######## seq_mac_hs ########
<file path="config.mk">
export PLATFORM = sky130hd
export DESIGN_NAME = seq_mac_hs
export DESIGN_NICKNAME = d
export VERILOG_FILES = /design/src/rtl/mac_pkg.sv /design/src/rtl/seq_mult_core.sv /design/src/rtl/seq_mac_hs.sv
export SDC_FILE = /design/constraint.sdc
export NUM_CORES = 1
export LEC_CHECK = 0
export CAP_MARGIN = 30
export CORE_MARGIN = 2
export CORE_UTILIZATION = 50
export DETAILED_ROUTE_END_ITERATION = 8
export GPL_TIMING_DRIVEN = 0
export MAX_ROUTING_LAYER = met4
export PLACE_DENSITY = 0.71
export SETUP_SLACK_MARGIN = 0.1
export SLEW_MARGIN = 40
export SYNTH_ARGS = -nofsm -noshare
export SYNTH_HDL_FRONTEND = slang
export SYNTH_SLANG_ARGS = --single-unit
export TNS_END_PERCENT = 20
</file>
<file path="constraint.sdc">
create_clock -name clk -period 3.1 [get_ports clk]
set_input_delay 0.62 -clock clk [delete_from_list [all_inputs] [get_ports clk]]
set_output_delay 0.62 -clock clk [all_outputs]
set_load 0.03 [all_outputs]
</file>
<file path="src/rtl/mac_pkg.sv">
`default_nettype none
// ============================================================================
//  Module      : mac_pkg
//  Description : Shared types for the handshake multiply/accumulate unit:
//                FSM state encoding, latched operation descriptor and an
//                elaboration-time width check helper.
//  Revision    : 1.0  initial release
// ============================================================================
package mac_pkg;

  typedef enum logic [1:0] {
    IDLE = 2'd0,
    BUSY = 2'd1,
    DONE = 2'd2
  } mac_state_e;

  // Operation attributes captured at accept and held for the whole operation.
  typedef struct packed {
    logic signed_mode;
    logic acc_en;
    logic acc_clr;
    logic sign;          // result must be negated after the unsigned core
  } mac_op_t;

  // True when the result width can hold a full-precision product.
  function automatic bit sat_width(input int data_w, input int result_w);
    return (data_w >= 2) && (result_w >= 2 * data_w);
  endfunction

endpackage
`default_nettype wire

</file>
<file path="src/rtl/seq_mult_core.sv">
`default_nettype none
// ============================================================================
//  Module      : seq_mult_core
//  Description : Unsigned iterative shift-add multiplier, one multiplier bit
//                per cycle, LSB first. start_i loads the operands; busy_o is
//                high for DATA_WIDTH cycles, after which product_o is final
//                and held until the next start_i.
//  Ports       : clk, rst       clock, synchronous active-high reset
//                start_i        load operands and begin
//                mcand_i        multiplicand (unsigned)
//                mplier_i       multiplier (unsigned)
//                busy_o         iteration in progress
//                product_o      2*DATA_WIDTH-bit product
//  Revision    : 1.0  initial release
// ============================================================================
module seq_mult_core #(
  parameter int DATA_WIDTH = 8
) (
  input  logic                      clk,
  input  logic                      rst,
  input  logic                      start_i,
  input  logic [DATA_WIDTH-1:0]     mcand_i,
  input  logic [DATA_WIDTH-1:0]     mplier_i,
  output logic                      busy_o,
  output logic [2*DATA_WIDTH-1:0]   product_o
);

  localparam int CW = $clog2(DATA_WIDTH);
  localparam logic [CW-1:0] C_LAST = CW'(DATA_WIDTH - 1);

  logic [2*DATA_WIDTH-1:0] mcand_q;   // multiplicand, shifted left each step
  logic [DATA_WIDTH-1:0]   mplier_q;  // multiplier, shifted right each step
  logic [2*DATA_WIDTH-1:0] prod_q;
  logic [CW-1:0]           cnt_q;
  logic                    busy_q;

  always_ff @(posedge clk) begin
    if (rst) begin
      mcand_q  <= '0;
      mplier_q <= '0;
      prod_q   <= '0;
      cnt_q    <= '0;
      busy_q   <= 1'b0;
    end else if (start_i) begin
      mcand_q  <= {{DATA_WIDTH{1'b0}}, mcand_i};
      mplier_q <= mplier_i;
      prod_q   <= '0;
      cnt_q    <= '0;
      busy_q   <= 1'b1;
    end else if (busy_q) begin
      if (mplier_q[0]) begin
        prod_q <= prod_q + mcand_q;
      end
      mcand_q  <= mcand_q << 1;
      mplier_q <= mplier_q >> 1;
      cnt_q    <= cnt_q + CW'(1);
      if (cnt_q == C_LAST) begin
        busy_q <= 1'b0;
      end
    end
  end

  assign busy_o    = busy_q;
  assign product_o = prod_q;

endmodule
`default_nettype wire

</file>
<file path="src/rtl/seq_mac_hs.sv">
`default_nettype none
// ============================================================================
//  Module      : seq_mac_hs
//  Description : Sequential multiply / multiply-accumulate with valid/ready
//                operand handshake and done/done_ready result handshake.
//                Signed operands are converted to magnitudes for the unsigned
//                core and the sign is re-applied on completion.
//  Ports       : clk, rst          clock, synchronous active-high reset
//                a, b              operands (sampled at accept)
//                valid / ready     operand handshake (ready only in IDLE)
//                mode_signed       two's complement operands
//                acc_en, acc_clr   accumulate / clear accumulator first
//                out, done         result and its valid flag
//                done_ready        result consumer ready
//                overflow          sticky accumulate overflow
//  Revision    : 1.0  initial release
// ============================================================================
module seq_mac_hs
  import mac_pkg::*;
#(
  parameter int DATA_WIDTH   = 8,
  parameter int RESULT_WIDTH = 16
) (
  input  logic                    clk,
  input  logic                    rst,
  input  logic [DATA_WIDTH-1:0]   a,
  input  logic [DATA_WIDTH-1:0]   b,
  input  logic                    valid,
  input  logic                    mode_signed,
  input  logic                    acc_en,
  input  logic                    acc_clr,
  output logic                    ready,
  output logic [RESULT_WIDTH-1:0] out,
  output logic                    done,
  input  logic                    done_ready,
  output logic                    overflow
);

  localparam int PW = 2 * DATA_WIDTH;

  if (!sat_width(DATA_WIDTH, RESULT_WIDTH)) begin : g_bad_width
    $error("seq_mac_hs: RESULT_WIDTH must be >= 2*DATA_WIDTH and DATA_WIDTH >= 2");
  end

  mac_state_e              state_q, state_d;
  mac_op_t                 op_q, op_d;
  logic [RESULT_WIDTH-1:0] out_q, out_d;
  logic [RESULT_WIDTH-1:0] acc_q, acc_d;
  logic                    ovf_q, ovf_d;

  logic                    start;
  logic                    a_neg, b_neg;
  logic [DATA_WIDTH-1:0]   a_mag, b_mag;
  logic                    core_busy;
  logic [PW-1:0]           core_prod;
  logic [PW-1:0]           prod_signed;
  logic [RESULT_WIDTH-1:0] prod_ext;
  logic [RESULT_WIDTH-1:0] acc_base;
  logic [RESULT_WIDTH:0]   sum;
  logic                    add_ovf;

  assign start = valid && (state_q == IDLE);

  // The most negative value negates to itself, which read as unsigned is
  // exactly its magnitude, so no special case is needed.
  assign a_neg = mode_signed && a[DATA_WIDTH-1];
  assign b_neg = mode_signed && b[DATA_WIDTH-1];
  assign a_mag = a_neg ? -a : a;
  assign b_mag = b_neg ? -b : b;

  seq_mult_core #(
    .DATA_WIDTH (DATA_WIDTH)
  ) u_core (
    .clk       (clk),
    .rst       (rst),
    .start_i   (start),
    .mcand_i   (a_mag),
    .mplier_i  (b_mag),
    .busy_o    (core_busy),
    .product_o (core_prod)
  );

  // Result path, valid in the cycle BUSY sees the core go idle.
  assign prod_signed = op_q.sign ? -core_prod : core_prod;
  assign prod_ext    = op_q.signed_mode ? RESULT_WIDTH'($signed(prod_signed))
                                        : RESULT_WIDTH'(prod_signed);
  assign acc_base    = op_q.acc_clr ? '0 : acc_q;
  assign sum         = {1'b0, acc_base} + {1'b0, prod_ext};
  assign add_ovf     = op_q.signed_mode
                     ? ((acc_base[RESULT_WIDTH-1] == prod_ext[RESULT_WIDTH-1]) &&
                        (sum[RESULT_WIDTH-1] != acc_base[RESULT_WIDTH-1]))
                     : sum[RESULT_WIDTH];

  always_comb begin
    state_d = state_q;
    op_d    = op_q;
    out_d   = out_q;
    acc_d   = acc_q;
    ovf_d   = ovf_q;
    case (state_q)
      IDLE: begin
        if (start) begin
          op_d.signed_mode = mode_signed;
          op_d.acc_en      = acc_en;
          op_d.acc_clr     = acc_en && acc_clr;
          op_d.sign        = a_neg ^ b_neg;
          state_d          = BUSY;
        end
      end
      BUSY: begin
        if (!core_busy) begin
          if (op_q.acc_en) begin
            acc_d = sum[RESULT_WIDTH-1:0];
            out_d = sum[RESULT_WIDTH-1:0];
            ovf_d = (op_q.acc_clr ? 1'b0 : ovf_q) | add_ovf;
          end else begin
            out_d = prod_ext;
          end
          state_d = DONE;
        end
      end
      DONE: begin
        if (done_ready) begin
          state_d = IDLE;
        end
      end
      default: state_d = IDLE;
    endcase
  end

  always_ff @(posedge clk) begin
    if (rst) begin
      state_q <= IDLE;
      op_q    <= '0;
      out_q   <= '0;
      acc_q   <= '0;
      ovf_q   <= 1'b0;
    end else begin
      state_q <= state_d;
      op_q    <= op_d;
      out_q   <= out_d;
      acc_q   <= acc_d;
      ovf_q   <= ovf_d;
    end
  end

  assign ready    = (state_q == IDLE);
  assign done     = (state_q == DONE);
  assign out      = out_q;
  assign overflow = ovf_q;

endmodule
`default_nettype wire
</file>
######## seq_mul_recon ########
`src/rtl/mul_pkg.sv`:
```
// Shared constants and types for the sequential multiply-add datapath.
//   MUL_W   : default operand width
//   ST_*    : FSM state encodings
//   state_e : FSM state type built from the encodings
package mul_pkg;

    localparam int unsigned MUL_W = 6;

    localparam logic [1:0] ST_IDLE = 2'd0;
    localparam logic [1:0] ST_RUN  = 2'd1;
    localparam logic [1:0] ST_DONE = 2'd2;

    typedef enum logic [1:0] {
        IDLE = ST_IDLE,
        RUN  = ST_RUN,
        DONE = ST_DONE
    } state_e;

endpackage

```
`src/rtl/mul_addstep.sv`:
```
// One shift-add step: conditionally add the multiplicand into the upper
// accumulator half, keeping the carry out in the extra sum bit.
//   i_acc_hi : upper half of the product register (W bits)
//   i_mcand  : multiplicand (W bits)
//   i_sel    : current multiplier LSB; selects whether mcand is added
//   o_sum    : W+1 bit sum, MSB is the carry shifted back into the register
module mul_addstep
    import mul_pkg::*;
#(
    parameter int unsigned W = MUL_W
) (
    input  logic [W-1:0] i_acc_hi,
    input  logic [W-1:0] i_mcand,
    input  logic         i_sel,
    output logic [W:0]   o_sum
);

    logic [W:0] w_addend;

    always_comb begin
        w_addend = '0;
        if (i_sel) begin
            w_addend = {1'b0, i_mcand};
        end
        o_sum = {1'b0, i_acc_hi} + w_addend;
    end

endmodule

```
`src/rtl/seq_mul_recon.sv`:
```
// Sequential unsigned shift-add multiplier computing result = a*b + c.
// Used to rebuild a dividend from quotient, divisor and remainder.
//   clk, rst_n               : clock, async active-low reset
//   start_valid/start_ready  : command handshake, a/b/c sampled on fire
//   a, b, c                  : multiplicand, multiplier, addend (W bits)
//   busy                     : high while an operation is in flight or held
//   res_valid/res_ready      : result handshake
//   result                   : a*b + c (2W bits), stable while res_valid
module seq_mul_recon
    import mul_pkg::*;
#(
    parameter int unsigned W = MUL_W
) (
    input  logic           clk,
    input  logic           rst_n,
    input  logic           start_valid,
    output logic           start_ready,
    input  logic [W-1:0]   a,
    input  logic [W-1:0]   b,
    input  logic [W-1:0]   c,
    output logic           busy,
    output logic           res_valid,
    input  logic           res_ready,
    output logic [2*W-1:0] result
);

    localparam int unsigned CW = $clog2(W) + 1;
    localparam int unsigned PW = 2 * W;

    state_e           r_state;
    logic [W-1:0]     r_mcand;
    logic [W-1:0]     r_addend;
    // Product register: upper half accumulates, lower half holds the
    // multiplier bits still to be consumed and fills with product bits.
    logic [PW-1:0]    r_prod;
    logic [CW-1:0]    r_cnt;

    logic [W:0]       w_sum;
    logic [PW-1:0]    w_prod_next;

    mul_addstep #(.W(W)) u_addstep (
        .i_acc_hi (r_prod[PW-1:W]),
        .i_mcand  (r_mcand),
        .i_sel    (r_prod[0]),
        .o_sum    (w_sum)
    );

    // Carry re-enters at the top as the register shifts right by one.
    assign w_prod_next = {w_sum, r_prod[W-1:1]};

    // FSM, datapath registers and registered handshake outputs
    always_ff @(posedge clk or negedge rst_n) begin
        if (!rst_n) begin
            r_state     <= IDLE;
            r_mcand     <= '0;
            r_addend    <= '0;
            r_prod      <= '0;
            r_cnt       <= '0;
            start_ready <= 1'b1;
            busy        <= 1'b0;
            res_valid   <= 1'b0;
            result      <= '0;
        end else begin
            case (r_state)
                IDLE: begin
                    if (start_valid) begin
                        r_mcand     <= a;
                        r_addend    <= c;
                        r_prod      <= {W'(0), b};
                        r_cnt       <= CW'(W - 1);
                        r_state     <= RUN;
                        start_ready <= 1'b0;
                        busy        <= 1'b1;
                    end
                end
                RUN: begin
                    r_prod <= w_prod_next;
                    r_cnt  <= r_cnt - CW'(1);
                    // Last step: fold in the addend; cannot overflow 2W bits.
                    if (r_cnt == '0) begin
                        result    <= w_prod_next + PW'(r_addend);
                        r_state   <= DONE;
                        res_valid <= 1'b1;
                    end
                end
                DONE: begin
                    if (res_ready) begin
                        r_state     <= IDLE;
                        res_valid   <= 1'b0;
                        busy        <= 1'b0;
                        start_ready <= 1'b1;
                    end
                end
                default: begin
                    r_state     <= IDLE;
                    res_valid   <= 1'b0;
                    busy        <= 1'b0;
                    start_ready <= 1'b1;
                end
            endcase
        end
    end

endmodule

```
`config.mk`:
```
export PLATFORM = sky130hd
export DESIGN_NAME = seq_mul_recon
export DESIGN_NICKNAME = d
export VERILOG_FILES = /design/src/rtl/mul_pkg.sv /design/src/rtl/mul_addstep.sv /design/src/rtl/seq_mul_recon.sv
export SDC_FILE = /design/constraint.sdc
export NUM_CORES = 1
export LEC_CHECK = 0
export CAP_MARGIN = 20
export CORE_ASPECT_RATIO = 1.1
export CORE_MARGIN = 1
export CORE_UTILIZATION = 56
export CTS_BUF_LIST = sky130_fd_sc_hd__clkbuf_8
export DETAILED_ROUTE_END_ITERATION = 6
export HOLD_SLACK_MARGIN = 0.1
export PLACE_DENSITY = 0.84
export SYNTH_ARGS = -nofsm -noshare
export SYNTH_HDL_FRONTEND = slang
export SYNTH_SLANG_ARGS = --single-unit
```
`constraint.sdc`:
```
create_clock -name clk -period 3.6 [get_ports clk]
set_clock_uncertainty 0.15 [all_clocks]
set_input_delay 1.08 -clock clk [delete_from_list [all_inputs] [get_ports clk]]
set_output_delay 1.08 -clock clk [all_outputs]
set_load 0.01 [all_outputs]
```

## Gallery

Placed cells, one colour a class.
Bar = 20 µm.
shot_01.png
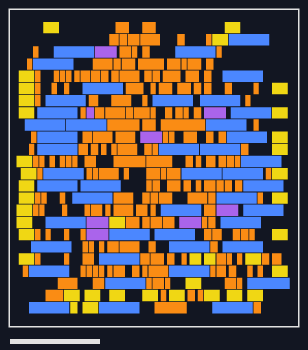
shot_02.png
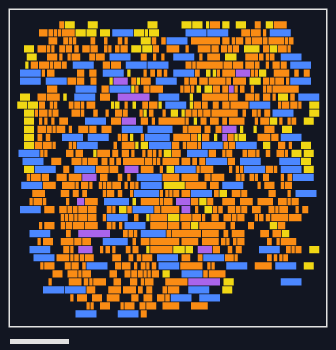
- largest die: shot_02.png
- most cells: shot_02.png
seq_mul_recon -> shot_01.png
seq_mac_hs -> shot_02.png

Figure 1. Clock network drawn from the DEF (seq_mac_hs).
Bar = 20 µm.
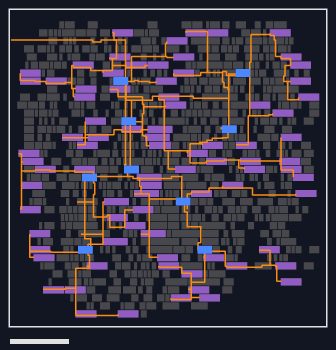
[orange] clock wires | length: 1180 µm
[blue] clock drivers | count: 9
[purple] flip-flops | count: 83
flops lie	spread over the die
portion of total power attributed to the clock network: 38.2%
Clk Latency, worst-skew pair: 0.38 ns
Clk. pwr: 969 µW

Figure 2. Placement view (seq_mac_hs).
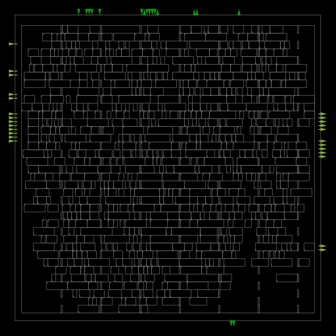
FP Rows: 37
post-route insts no fill: 877
Well-Tap Cells: 136
number of flip-flops and latches: 83

==> flow_results.xml, seq_mac_hs <==
<?xml version="1.0" encoding="UTF-8"?>
<metrics>
  <group name="final_timing">
    <metric name="max_slew.worst_pin.slew" unit="ns">0.6666</metric>
    <metric name="final.setup.worst_slack" unit="ns">0.1090</metric>
    <metric name="max_slew_margin" unit="%">55.56</metric>
    <metric name="max_freq" unit="MHz">334.3</metric>
  </group>
  <group name="floorplanning">
    <metric name="floorplan.core_area" unit="µm²">10320</metric>
    <metric name="fp-utilization" unit="%">51.42</metric>
  </group>
  <group name="clock_network">
    <metric name="numCtsBuffers" unit="">9</metric>
    <metric name="clk_transition_reported_paths" unit="ns">0.09</metric>
  </group>
  <group name="status">
    <metric name="run_status" unit="">complete, no violations</metric>
  </group>
  <group name="drt">
    <metric name="viasPerCell" unit="">5.940</metric>
  </group>
  <group name="global_routing">
    <metric name="globalRouteOverflowTotal" unit="">0</metric>
    <metric name="first_global_vias" unit="">4947</metric>
  </group>
  <group name="finish">
    <metric name="number_of_diodes" unit="">0</metric>
  </group>
  <group name="logic_synthesis">
    <metric name="synthFlopType" unit="">sky130_fd_sc_hd__dfxtp_1</metric>
    <metric name="synth.mux.area_fraction" unit="%">5.091</metric>
    <metric name="top_cell_area_share" unit="%">31.30</metric>
    <metric name="avgSynthCellArea" unit="µm²">8.032</metric>
    <metric name="synthCells" unit="">661</metric>
  </group>
  <group name="critical_path">
    <metric name="rrSetupSlack" unit="ns">0.11</metric>
    <metric name="timing.critical_path.slowest_stage_cell" unit="">sky130_fd_sc_hd__or4_4</metric>
  </group>
</metrics>
[seq_mac_hs: final cells by class]
| cell class | count | area [µm²] |
|---|---|---|
| sequential | 83 | 1689 |
| clock inverter | 7 | 116.4 |
| inverter | 14 | 56.30 |
| tap | 136 | 170.2 |
| multi-input combinational | 531 | 3904 |
| buffer | 33 | 142.6 |
| fill | 878 | 3516 |
| timing repair buffer | 64 | 605.6 |
| clock buffer | 9 | 123.9 |
[seq_mac_hs: power by group through the flow]
stage	Combinational [µW]	Sequential [µW]	Clock, µW
6_report	433	1140	969
3_5_place_dp	389	1170	0
4_1_cts	408	1140	966
5_1_grt	469	1140	1020
2_1_floorplan	239	1180	0
3_3_place_gp	381	1160	0
[seq_mac_hs: metrics by stage]
stage	std cells	setup TNS [ns]
after floorplan	661	0
after global placement	836	-1.827
after CTS	867	0
after global routing	877	-0.04294
after detailed placement	836	-2.392
final	877	0
[seq_mac_hs: layer usage]
layer  share of wire (%)  up-vias  wire length, µm  global-route usage (%)
li1                    -     2525                -                       -
met1                  43     2454             6534                   34.24
met2                  48      195             7395                   44.71
met3                 6.3       35              970                   4.073
met4                 3.0        0              456                   11.78
met5                   0        -                0                       -
Figure 3. Placement view (seq_mul_recon).
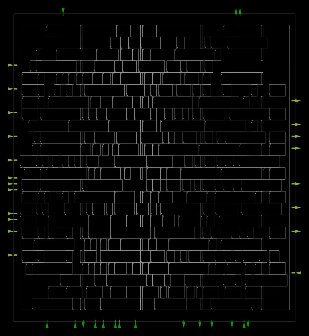
Well-Tap Cells: 52
proportion of cell area occupied by registers: 38.89%
final cell utilization of the core: 72.05%

==> flow_results.xml, seq_mul_recon <==
<?xml version="1.0" encoding="UTF-8"?>
<metrics>
  <group name="floorplanning">
    <metric name="fp-utilization" unit="%">59.48</metric>
    <metric name="row_count" unit="">24</metric>
  </group>
  <group name="power">
    <metric name="power.clock.fraction" unit="%">12.8</metric>
    <metric name="p_comb_share" unit="%">53.0</metric>
    <metric name="p_int" unit="µW">1544</metric>
  </group>
  <group name="logic_synthesis">
    <metric name="netlist_logic_family_top" unit="">simple AND/OR/NAND/NOR gates</metric>
    <metric name="synth_cell_types" unit="">44</metric>
    <metric name="synth.net_count" unit="">290</metric>
    <metric name="synth.cellmix.xorXnorShare" unit="%">4.339</metric>
  </group>
  <group name="placed_design">
    <metric name="port_buffers" unit="">36</metric>
  </group>
  <group name="drt">
    <metric name="dr.max_layer_used" unit="">met4</metric>
    <metric name="post_drt_wl_per_cell" unit="µm">12.79</metric>
  </group>
  <group name="finish">
    <metric name="largestRegisters" unit="">r_prod x12, result x12</metric>
    <metric name="number_of_diodes" unit="">0</metric>
    <metric name="design.final.nets" unit="">327</metric>
  </group>
  <group name="status">
    <metric name="run_status" unit="">complete, no violations</metric>
  </group>
  <group name="clock_network">
    <metric name="clock_latency" unit="ns">0.30</metric>
    <metric name="cts_max_path_buffers" unit="">2</metric>
  </group>
  <group name="critical_path">
    <metric name="kind_of_capture_point_of_the_worst_setup_path" unit="">flop</metric>
  </group>
  <group name="final_timing">
    <metric name="max_freq" unit="MHz">367.1</metric>
    <metric name="max_slew.worst_pin.slew" unit="ns">0.9691</metric>
  </group>
  <group name="min_path">
    <metric name="hold_path_class" unit="">flop to flop</metric>
  </group>
</metrics>
-- seq_mul_recon: path summary, 6_finish.rpt --
path	from	end	cells past startpoint
max in group asynchronous	rst_n	r_mcand[5]	1
hold reg to reg	r_mcand[3]	r_mcand[3]	2
setup / recovery	r_prod[0]	result[10]	9
min in group asynchronous	rst_n	result[0]	1
hold / removal	r_mcand[3]	r_mcand[3]	2
setup reg to reg	r_prod[0]	result[10]	9
-- seq_mul_recon: worst max-delay path, delay by kind of cell, from the launching register on --
| kind | cells | cell delay (ns) |
|---|---|---|
| AOI/OAI and AO/OA | 3 | 0.72 |
| xor gates and xnor gates | 2 | 0.37 |
| adders and majority gates | 2 | 0.66 |
| DFF | 1 | 0.44 |
| and+or+nand+nor | 2 | 0.25 |
-- seq_mul_recon: per-layer routing --
| metal | global-route usage [%] | vias to the layer above |
|---|---|---|
| met5 | 0 | - |
| met4 | 9.136 | 0 |
| met3 | 5.323 | 6 |
| met2 | 37.19 | 44 |
| met1 | 27.37 | 848 |
| li1 | - | 931 |

######## baud_gen_os ########
Figure 4. Gate families picked out (baud_gen_os).
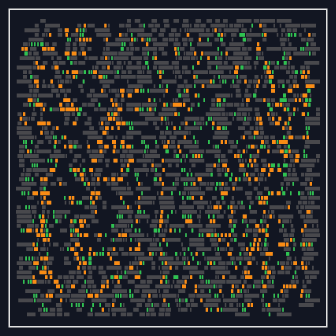
Figure 5. Placed cells, one colour a class (baud_gen_os).
Bar = 50 µm.
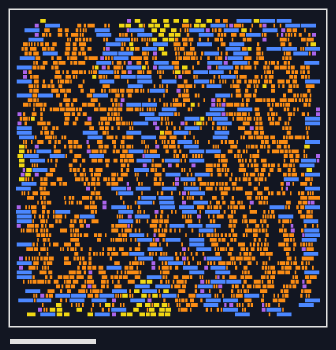
Figure 6. Clock network drawn from the DEF (baud_gen_os).
Bar = 50 µm.
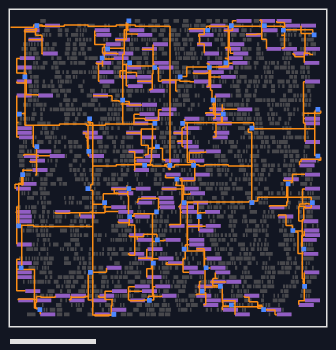
### config.mk
export PLATFORM = sky130hd
export DESIGN_NAME = baud_gen_os
export DESIGN_NICKNAME = d
export VERILOG_FILES = /design/src/rtl/baud_gen_os.sv
export SDC_FILE = /design/constraint.sdc
export NUM_CORES = 1
export LEC_CHECK = 0
export CAP_MARGIN = 20
export CELL_PAD_IN_SITES_DETAIL_PLACEMENT = 0
export CELL_PAD_IN_SITES_GLOBAL_PLACEMENT = 1
export CORE_MARGIN = 3
export CORE_UTILIZATION = 50
export CTS_BUF_LIST = sky130_fd_sc_hd__clkbuf_4
export CTS_CLUSTER_DIAMETER = 40
export DETAILED_ROUTE_END_ITERATION = 12
export PLACE_DENSITY_LB_ADDON = 0.1
export SYNTH_ARGS = -nofsm -noshare
export SYNTH_HDL_FRONTEND = slang
export SYNTH_SLANG_ARGS = --single-unit
### constraint.sdc
create_clock -name clk -period 8.2 [get_ports clk]
set_clock_uncertainty 0.2 [all_clocks]
set_input_delay 1.23 -clock clk [delete_from_list [all_inputs] [get_ports clk]]
set_output_delay 1.23 -clock clk [all_outputs]
set_load 0.005 [all_outputs]
### src/rtl/baud_gen_os.sv
// Fractional baud-tick generator with independent TX and RX channels.
// A subtractive phase accumulator (acc += inc; acc -= freq on wrap) produces
// ticks at freq/inc intervals without multipliers. The RX channel runs at
// OS x baud and derives a mid-bit sample tick from the oversample count.
module baud_gen_os #(
    parameter int CLK_W   = 32,
    parameter int BAUD_W  = 24,
    parameter int OS_LOG2 = 4,
    parameter int CNT_W   = 4
) (
    input  logic              clk,
    input  logic              rst_n,
    input  logic [CLK_W-1:0]  cfg_clk_freq,
    input  logic [BAUD_W-1:0] cfg_baud_rate,
    input  logic [1:0]        cfg_data_bits,
    input  logic [1:0]        cfg_parity_type,
    input  logic [1:0]        cfg_stop_bit,
    input  logic              tx_start,
    output logic              tx_ce,
    output logic              tx_busy,
    output logic              tx_done,
    input  logic              rx_start,
    output logic              rx_os_ce,
    output logic              rx_ce,
    output logic              rx_busy,
    output logic              rx_done,
    output logic              cfg_err
);

    localparam int ACC_W = CLK_W + 1;
    // Oversample index whose tick lands in the middle of a bit
    localparam logic [OS_LOG2-1:0] OS_MID = OS_LOG2'((32'd1 << (OS_LOG2 - 1)) - 32'd1);

    typedef enum logic [0:0] {
        ST_IDLE = 1'b0,
        ST_RUN  = 1'b1
    } state_t;

    // Frame length in bits: start + data + optional parity + stop bits
    function automatic logic [CNT_W-1:0] frame_len(
        input logic [1:0] data_bits,
        input logic [1:0] parity_type,
        input logic [1:0] stop_bit
    );
        logic [CNT_W-1:0] len;
        len = CNT_W'(3'd6) + CNT_W'(data_bits);
        if (parity_type != 2'd0) len = len + CNT_W'(1'b1);
        else                     len = len;
        if (stop_bit >= 2'd2)    len = len + CNT_W'(2'd2);
        else                     len = len + CNT_W'(1'b1);
        return len;
    endfunction

    // Configuration-derived values
    logic [ACC_W-1:0] freq_ext_s;
    logic [ACC_W-1:0] inc_bit_s;
    logic [ACC_W-1:0] inc_os_s;
    logic [CNT_W-1:0] fl_last_s;
    logic             cfg_err_s;

    assign freq_ext_s = ACC_W'(cfg_clk_freq);
    assign inc_bit_s  = ACC_W'(cfg_baud_rate);
    assign inc_os_s   = inc_bit_s << OS_LOG2;
    assign fl_last_s  = frame_len(cfg_data_bits, cfg_parity_type, cfg_stop_bit) - CNT_W'(1'b1);
    assign cfg_err_s  = (cfg_baud_rate == {BAUD_W{1'b0}}) || (inc_os_s > freq_ext_s);

    // TX channel state
    state_t           tx_state_r, tx_state_nxt_s;
    logic [ACC_W-1:0] tx_acc_r, tx_freq_r, tx_inc_r, tx_sum_s;
    logic [CNT_W-1:0] tx_bit_cnt_r, tx_fl_last_r;
    logic             tx_ce_r, tx_done_r, tx_busy_r, tx_hit_s, tx_start_ok_s;

    // RX channel state
    state_t             rx_state_r, rx_state_nxt_s;
    logic [ACC_W-1:0]   rx_acc_r, rx_freq_r, rx_inc_r, rx_sum_s;
    logic [CNT_W-1:0]   rx_bit_cnt_r, rx_fl_last_r;
    logic [OS_LOG2-1:0] rx_os_cnt_r;
    logic               rx_os_ce_r, rx_ce_r, rx_done_r, rx_busy_r, rx_hit_s, rx_start_ok_s;
    logic               cfg_err_r;

    assign tx_sum_s      = tx_acc_r + tx_inc_r;
    assign tx_hit_s      = (tx_sum_s >= tx_freq_r);
    assign tx_start_ok_s = tx_start && !cfg_err_s && (tx_state_r == ST_IDLE);

    assign rx_sum_s      = rx_acc_r + rx_inc_r;
    assign rx_hit_s      = (rx_sum_s >= rx_freq_r);
    assign rx_start_ok_s = rx_start && !cfg_err_s;

    // Configuration error flag, registered every cycle
    always_ff @(posedge clk or negedge rst_n) begin
        if (!rst_n) cfg_err_r <= 1'b0;
        else        cfg_err_r <= cfg_err_s;
    end

    // TX state register
    always_ff @(posedge clk or negedge rst_n) begin
        if (!rst_n) tx_state_r <= ST_IDLE;
        else        tx_state_r <= tx_state_nxt_s;
    end

    // TX next state: leave RUN in the cycle the done pulse is visible
    always_comb begin
        tx_state_nxt_s = tx_state_r;
        case (tx_state_r)
            ST_IDLE: begin
                if (tx_start_ok_s) tx_state_nxt_s = ST_RUN;
                else               tx_state_nxt_s = ST_IDLE;
            end
            ST_RUN: begin
                if (tx_done_r) tx_state_nxt_s = ST_IDLE;
                else           tx_state_nxt_s = ST_RUN;
            end
            default: tx_state_nxt_s = ST_IDLE;
        endcase
    end

    // TX accumulator, bit counter, latched config and output pulses
    always_ff @(posedge clk or negedge rst_n) begin
        if (!rst_n) begin
            tx_acc_r     <= {ACC_W{1'b0}};
            tx_freq_r    <= {ACC_W{1'b0}};
            tx_inc_r     <= {ACC_W{1'b0}};
            tx_bit_cnt_r <= {CNT_W{1'b0}};
            tx_fl_last_r <= {CNT_W{1'b0}};
            tx_ce_r      <= 1'b0;
            tx_done_r    <= 1'b0;
            tx_busy_r    <= 1'b0;
        end else begin
            tx_ce_r   <= 1'b0;
            tx_done_r <= 1'b0;
            if (tx_start_ok_s) begin
                tx_acc_r     <= inc_bit_s;
                tx_inc_r     <= inc_bit_s;
                tx_freq_r    <= freq_ext_s;
                tx_fl_last_r <= fl_last_s;
                tx_bit_cnt_r <= {CNT_W{1'b0}};
                tx_busy_r    <= 1'b1;
            end else if ((tx_state_r == ST_RUN) && !tx_done_r) begin
                if (tx_hit_s) begin
                    tx_acc_r     <= tx_sum_s - tx_freq_r;
                    tx_ce_r      <= 1'b1;
                    tx_done_r    <= (tx_bit_cnt_r == tx_fl_last_r);
                    tx_bit_cnt_r <= tx_bit_cnt_r + CNT_W'(1'b1);
                end else begin
                    tx_acc_r <= tx_sum_s;
                end
            end else if (tx_state_r == ST_RUN) begin
                tx_busy_r <= 1'b0;
            end else begin
                tx_busy_r <= 1'b0;
            end
        end
    end

    // RX state register
    always_ff @(posedge clk or negedge rst_n) begin
        if (!rst_n) rx_state_r <= ST_IDLE;
        else        rx_state_r <= rx_state_nxt_s;
    end

    // RX next state: a start (restart) always wins over frame completion
    always_comb begin
        rx_state_nxt_s = rx_state_r;
        case (rx_state_r)
            ST_IDLE: begin
                if (rx_start_ok_s) rx_state_nxt_s = ST_RUN;
                else               rx_state_nxt_s = ST_IDLE;
            end
            ST_RUN: begin
                if (rx_start_ok_s)  rx_state_nxt_s = ST_RUN;
                else if (rx_done_r) rx_state_nxt_s = ST_IDLE;
                else                rx_state_nxt_s = ST_RUN;
            end
            default: rx_state_nxt_s = ST_IDLE;
        endcase
    end

    // RX oversample accumulator, mid-bit sampling and frame counting
    always_ff @(posedge clk or negedge rst_n) begin
        if (!rst_n) begin
            rx_acc_r     <= {ACC_W{1'b0}};
            rx_freq_r    <= {ACC_W{1'b0}};
            rx_inc_r     <= {ACC_W{1'b0}};
            rx_bit_cnt_r <= {CNT_W{1'b0}};
            rx_fl_last_r <= {CNT_W{1'b0}};
            rx_os_cnt_r  <= {OS_LOG2{1'b0}};
            rx_os_ce_r   <= 1'b0;
            rx_ce_r      <= 1'b0;
            rx_done_r    <= 1'b0;
            rx_busy_r    <= 1'b0;
        end else begin
            rx_os_ce_r <= 1'b0;
            rx_ce_r    <= 1'b0;
            rx_done_r  <= 1'b0;
            if (rx_start_ok_s) begin
                rx_acc_r     <= inc_os_s;
                rx_inc_r     <= inc_os_s;
                rx_freq_r    <= freq_ext_s;
                rx_fl_last_r <= fl_last_s;
                rx_bit_cnt_r <= {CNT_W{1'b0}};
                rx_os_cnt_r  <= {OS_LOG2{1'b0}};
                rx_busy_r    <= 1'b1;
            end else if ((rx_state_r == ST_RUN) && !rx_done_r) begin
                if (rx_hit_s) begin
                    rx_acc_r    <= rx_sum_s - rx_freq_r;
                    rx_os_ce_r  <= 1'b1;
                    rx_os_cnt_r <= rx_os_cnt_r + OS_LOG2'(1'b1);
                    if (rx_os_cnt_r == OS_MID) begin
                        rx_ce_r      <= 1'b1;
                        rx_done_r    <= (rx_bit_cnt_r == rx_fl_last_r);
                        rx_bit_cnt_r <= rx_bit_cnt_r + CNT_W'(1'b1);
                    end else begin
                        rx_ce_r <= 1'b0;
                    end
                end else begin
                    rx_acc_r <= rx_sum_s;
                end
            end else begin
                rx_busy_r <= 1'b0;
            end
        end
    end

    assign tx_ce    = tx_ce_r;
    assign tx_busy  = tx_busy_r;
    assign tx_done  = tx_done_r;
    assign rx_os_ce = rx_os_ce_r;
    assign rx_ce    = rx_ce_r;
    assign rx_busy  = rx_busy_r;
    assign rx_done  = rx_done_r;
    assign cfg_err  = cfg_err_r;

endmodule

==> flow_results.xml <==
<?xml version="1.0" encoding="UTF-8"?>
<metrics>
  <group name="logic_synthesis">
    <metric name="aoi_share" unit="%">23.86</metric>
    <metric name="ys_sh_simple" unit="%">19.55</metric>
  </group>
  <group name="status">
    <metric name="run_status" unit="">complete, no violations</metric>
  </group>
  <group name="min_path">
    <metric name="hold_path_class" unit="">input pin to asynchronous set/reset pin</metric>
  </group>
  <group name="clock_network">
    <metric name="clk_transition_reported_paths" unit="ns">0.06</metric>
  </group>
  <group name="critical_path">
    <metric name="worst_r2r_endpoint" unit="">rx_acc_r[30]</metric>
    <metric name="critical_path_buf_inv_count" unit="">0</metric>
    <metric name="start_kind" unit="">flop</metric>
    <metric name="crit_fanout" unit="">26</metric>
  </group>
  <group name="final_timing">
    <metric name="max_slew.worst_pin.slew" unit="ns">1.114</metric>
    <metric name="setup_viol" unit="">0</metric>
  </group>
  <group name="global_routing">
    <metric name="gr-usage-met3" unit="%">4.223</metric>
    <metric name="gr-usage-met2" unit="%">44.49</metric>
  </group>
  <group name="placed_design">
    <metric name="placed_area" unit="µm²">17000</metric>
  </group>
  <group name="drt">
    <metric name="post_drt_wl_per_cell" unit="µm">19.17</metric>
    <metric name="met2_length" unit="µm">21290</metric>
  </group>
</metrics>
About Figure 4:
colour	family	cells	where
orange	aoi and oai cells	449	spread over the die
green	nand cells	431	spread over the die
post-route insts no fill: 2454
dominant logic cell type in the layout: sky130_fd_sc_hd__nand2_1
Comb area share: 56.05%

About Figure 5:
colour	class	cells
purple	clock drivers and dummy loads	106
blue	sequential cells	208
yellow	remaining buffers and delay cells	85
orange	combinational and other logic	1658
final cell utilization of the core: 57.19%
final instance area: 17720 µm²
proportion of cell area occupied by registers: 29.37%

About Figure 6:
[orange] clock wires | length: 3430 µm
[blue] clock drivers | count: 60
[purple] flip-flops | count: 208
flops lie	spread over the die
routed clock nets	61

-- through the flow --
stage / setup WS, ns / std cells
after floorplan: 3.349 / 1930
after global placement: 1.929 / 2347
after detailed placement: 1.917 / 2347
after CTS: 1.918 / 2453
after global routing: 1.493 / 2454
final: 1.859 / 2454
-- layout make-up --
| type | instances | share of cell area, % |
|---|---|---|
| diodes | 1 | 0.01412 |
| clock buffers | 86 | 3.643 |
| clock inverters | 20 | 0.4377 |
| inverters | 144 | 3.050 |
| multi-input cells | 1514 | 56.05 |
| flip-flops and latches | 208 | 29.37 |
| well taps | 396 | 2.795 |
| repair buffers | 85 | 4.645 |
-- sequential cells by signal, indices dropped and copies added (netlist names), 4 cells and up --
name,flops
rx_acc_r,33
tx_acc_r,33
rx_freq_r,32
tx_freq_r,32
rx_inc_r,24
tx_inc_r,24
rx_bit_cnt_r,4
rx_fl_last_r,4
rx_os_cnt_r,4
tx_bit_cnt_r,4
tx_fl_last_r,4


==> screenshots <==
M2 wires.
panel A
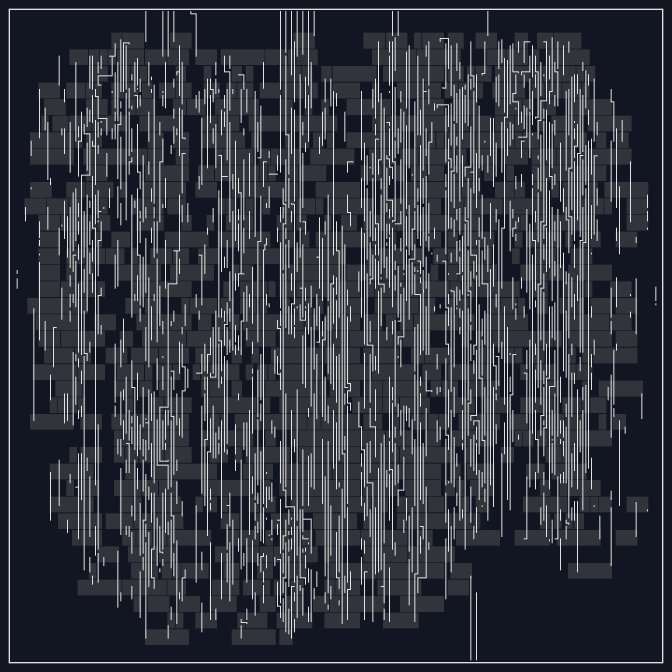
panel B
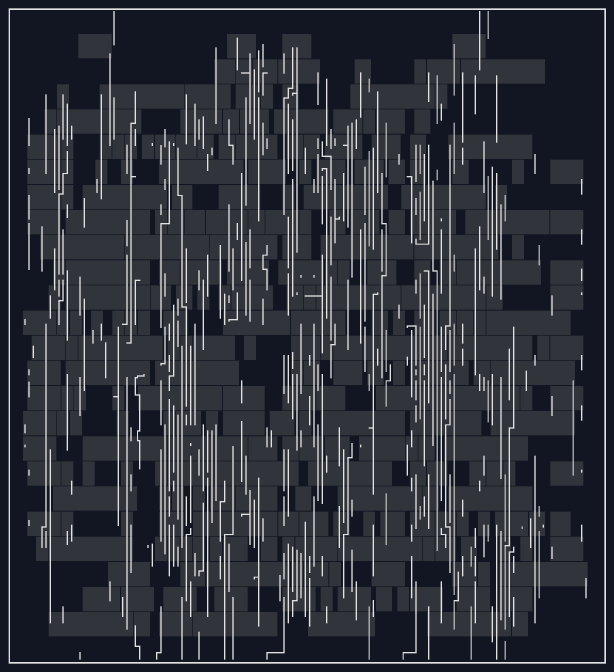
panel C
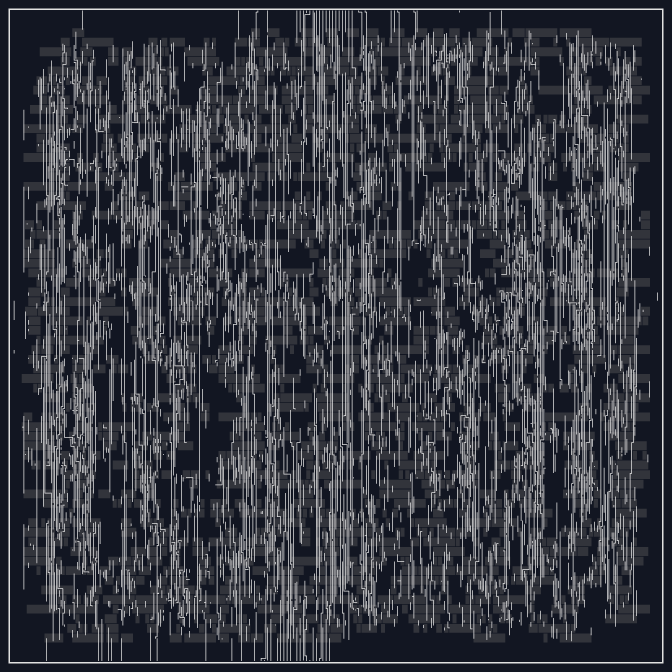
panel A -> seq_mac_hs
panel B -> seq_mul_recon
panel C -> baud_gen_os

No activity file was given, so power comes from the tool's default toggle rates.
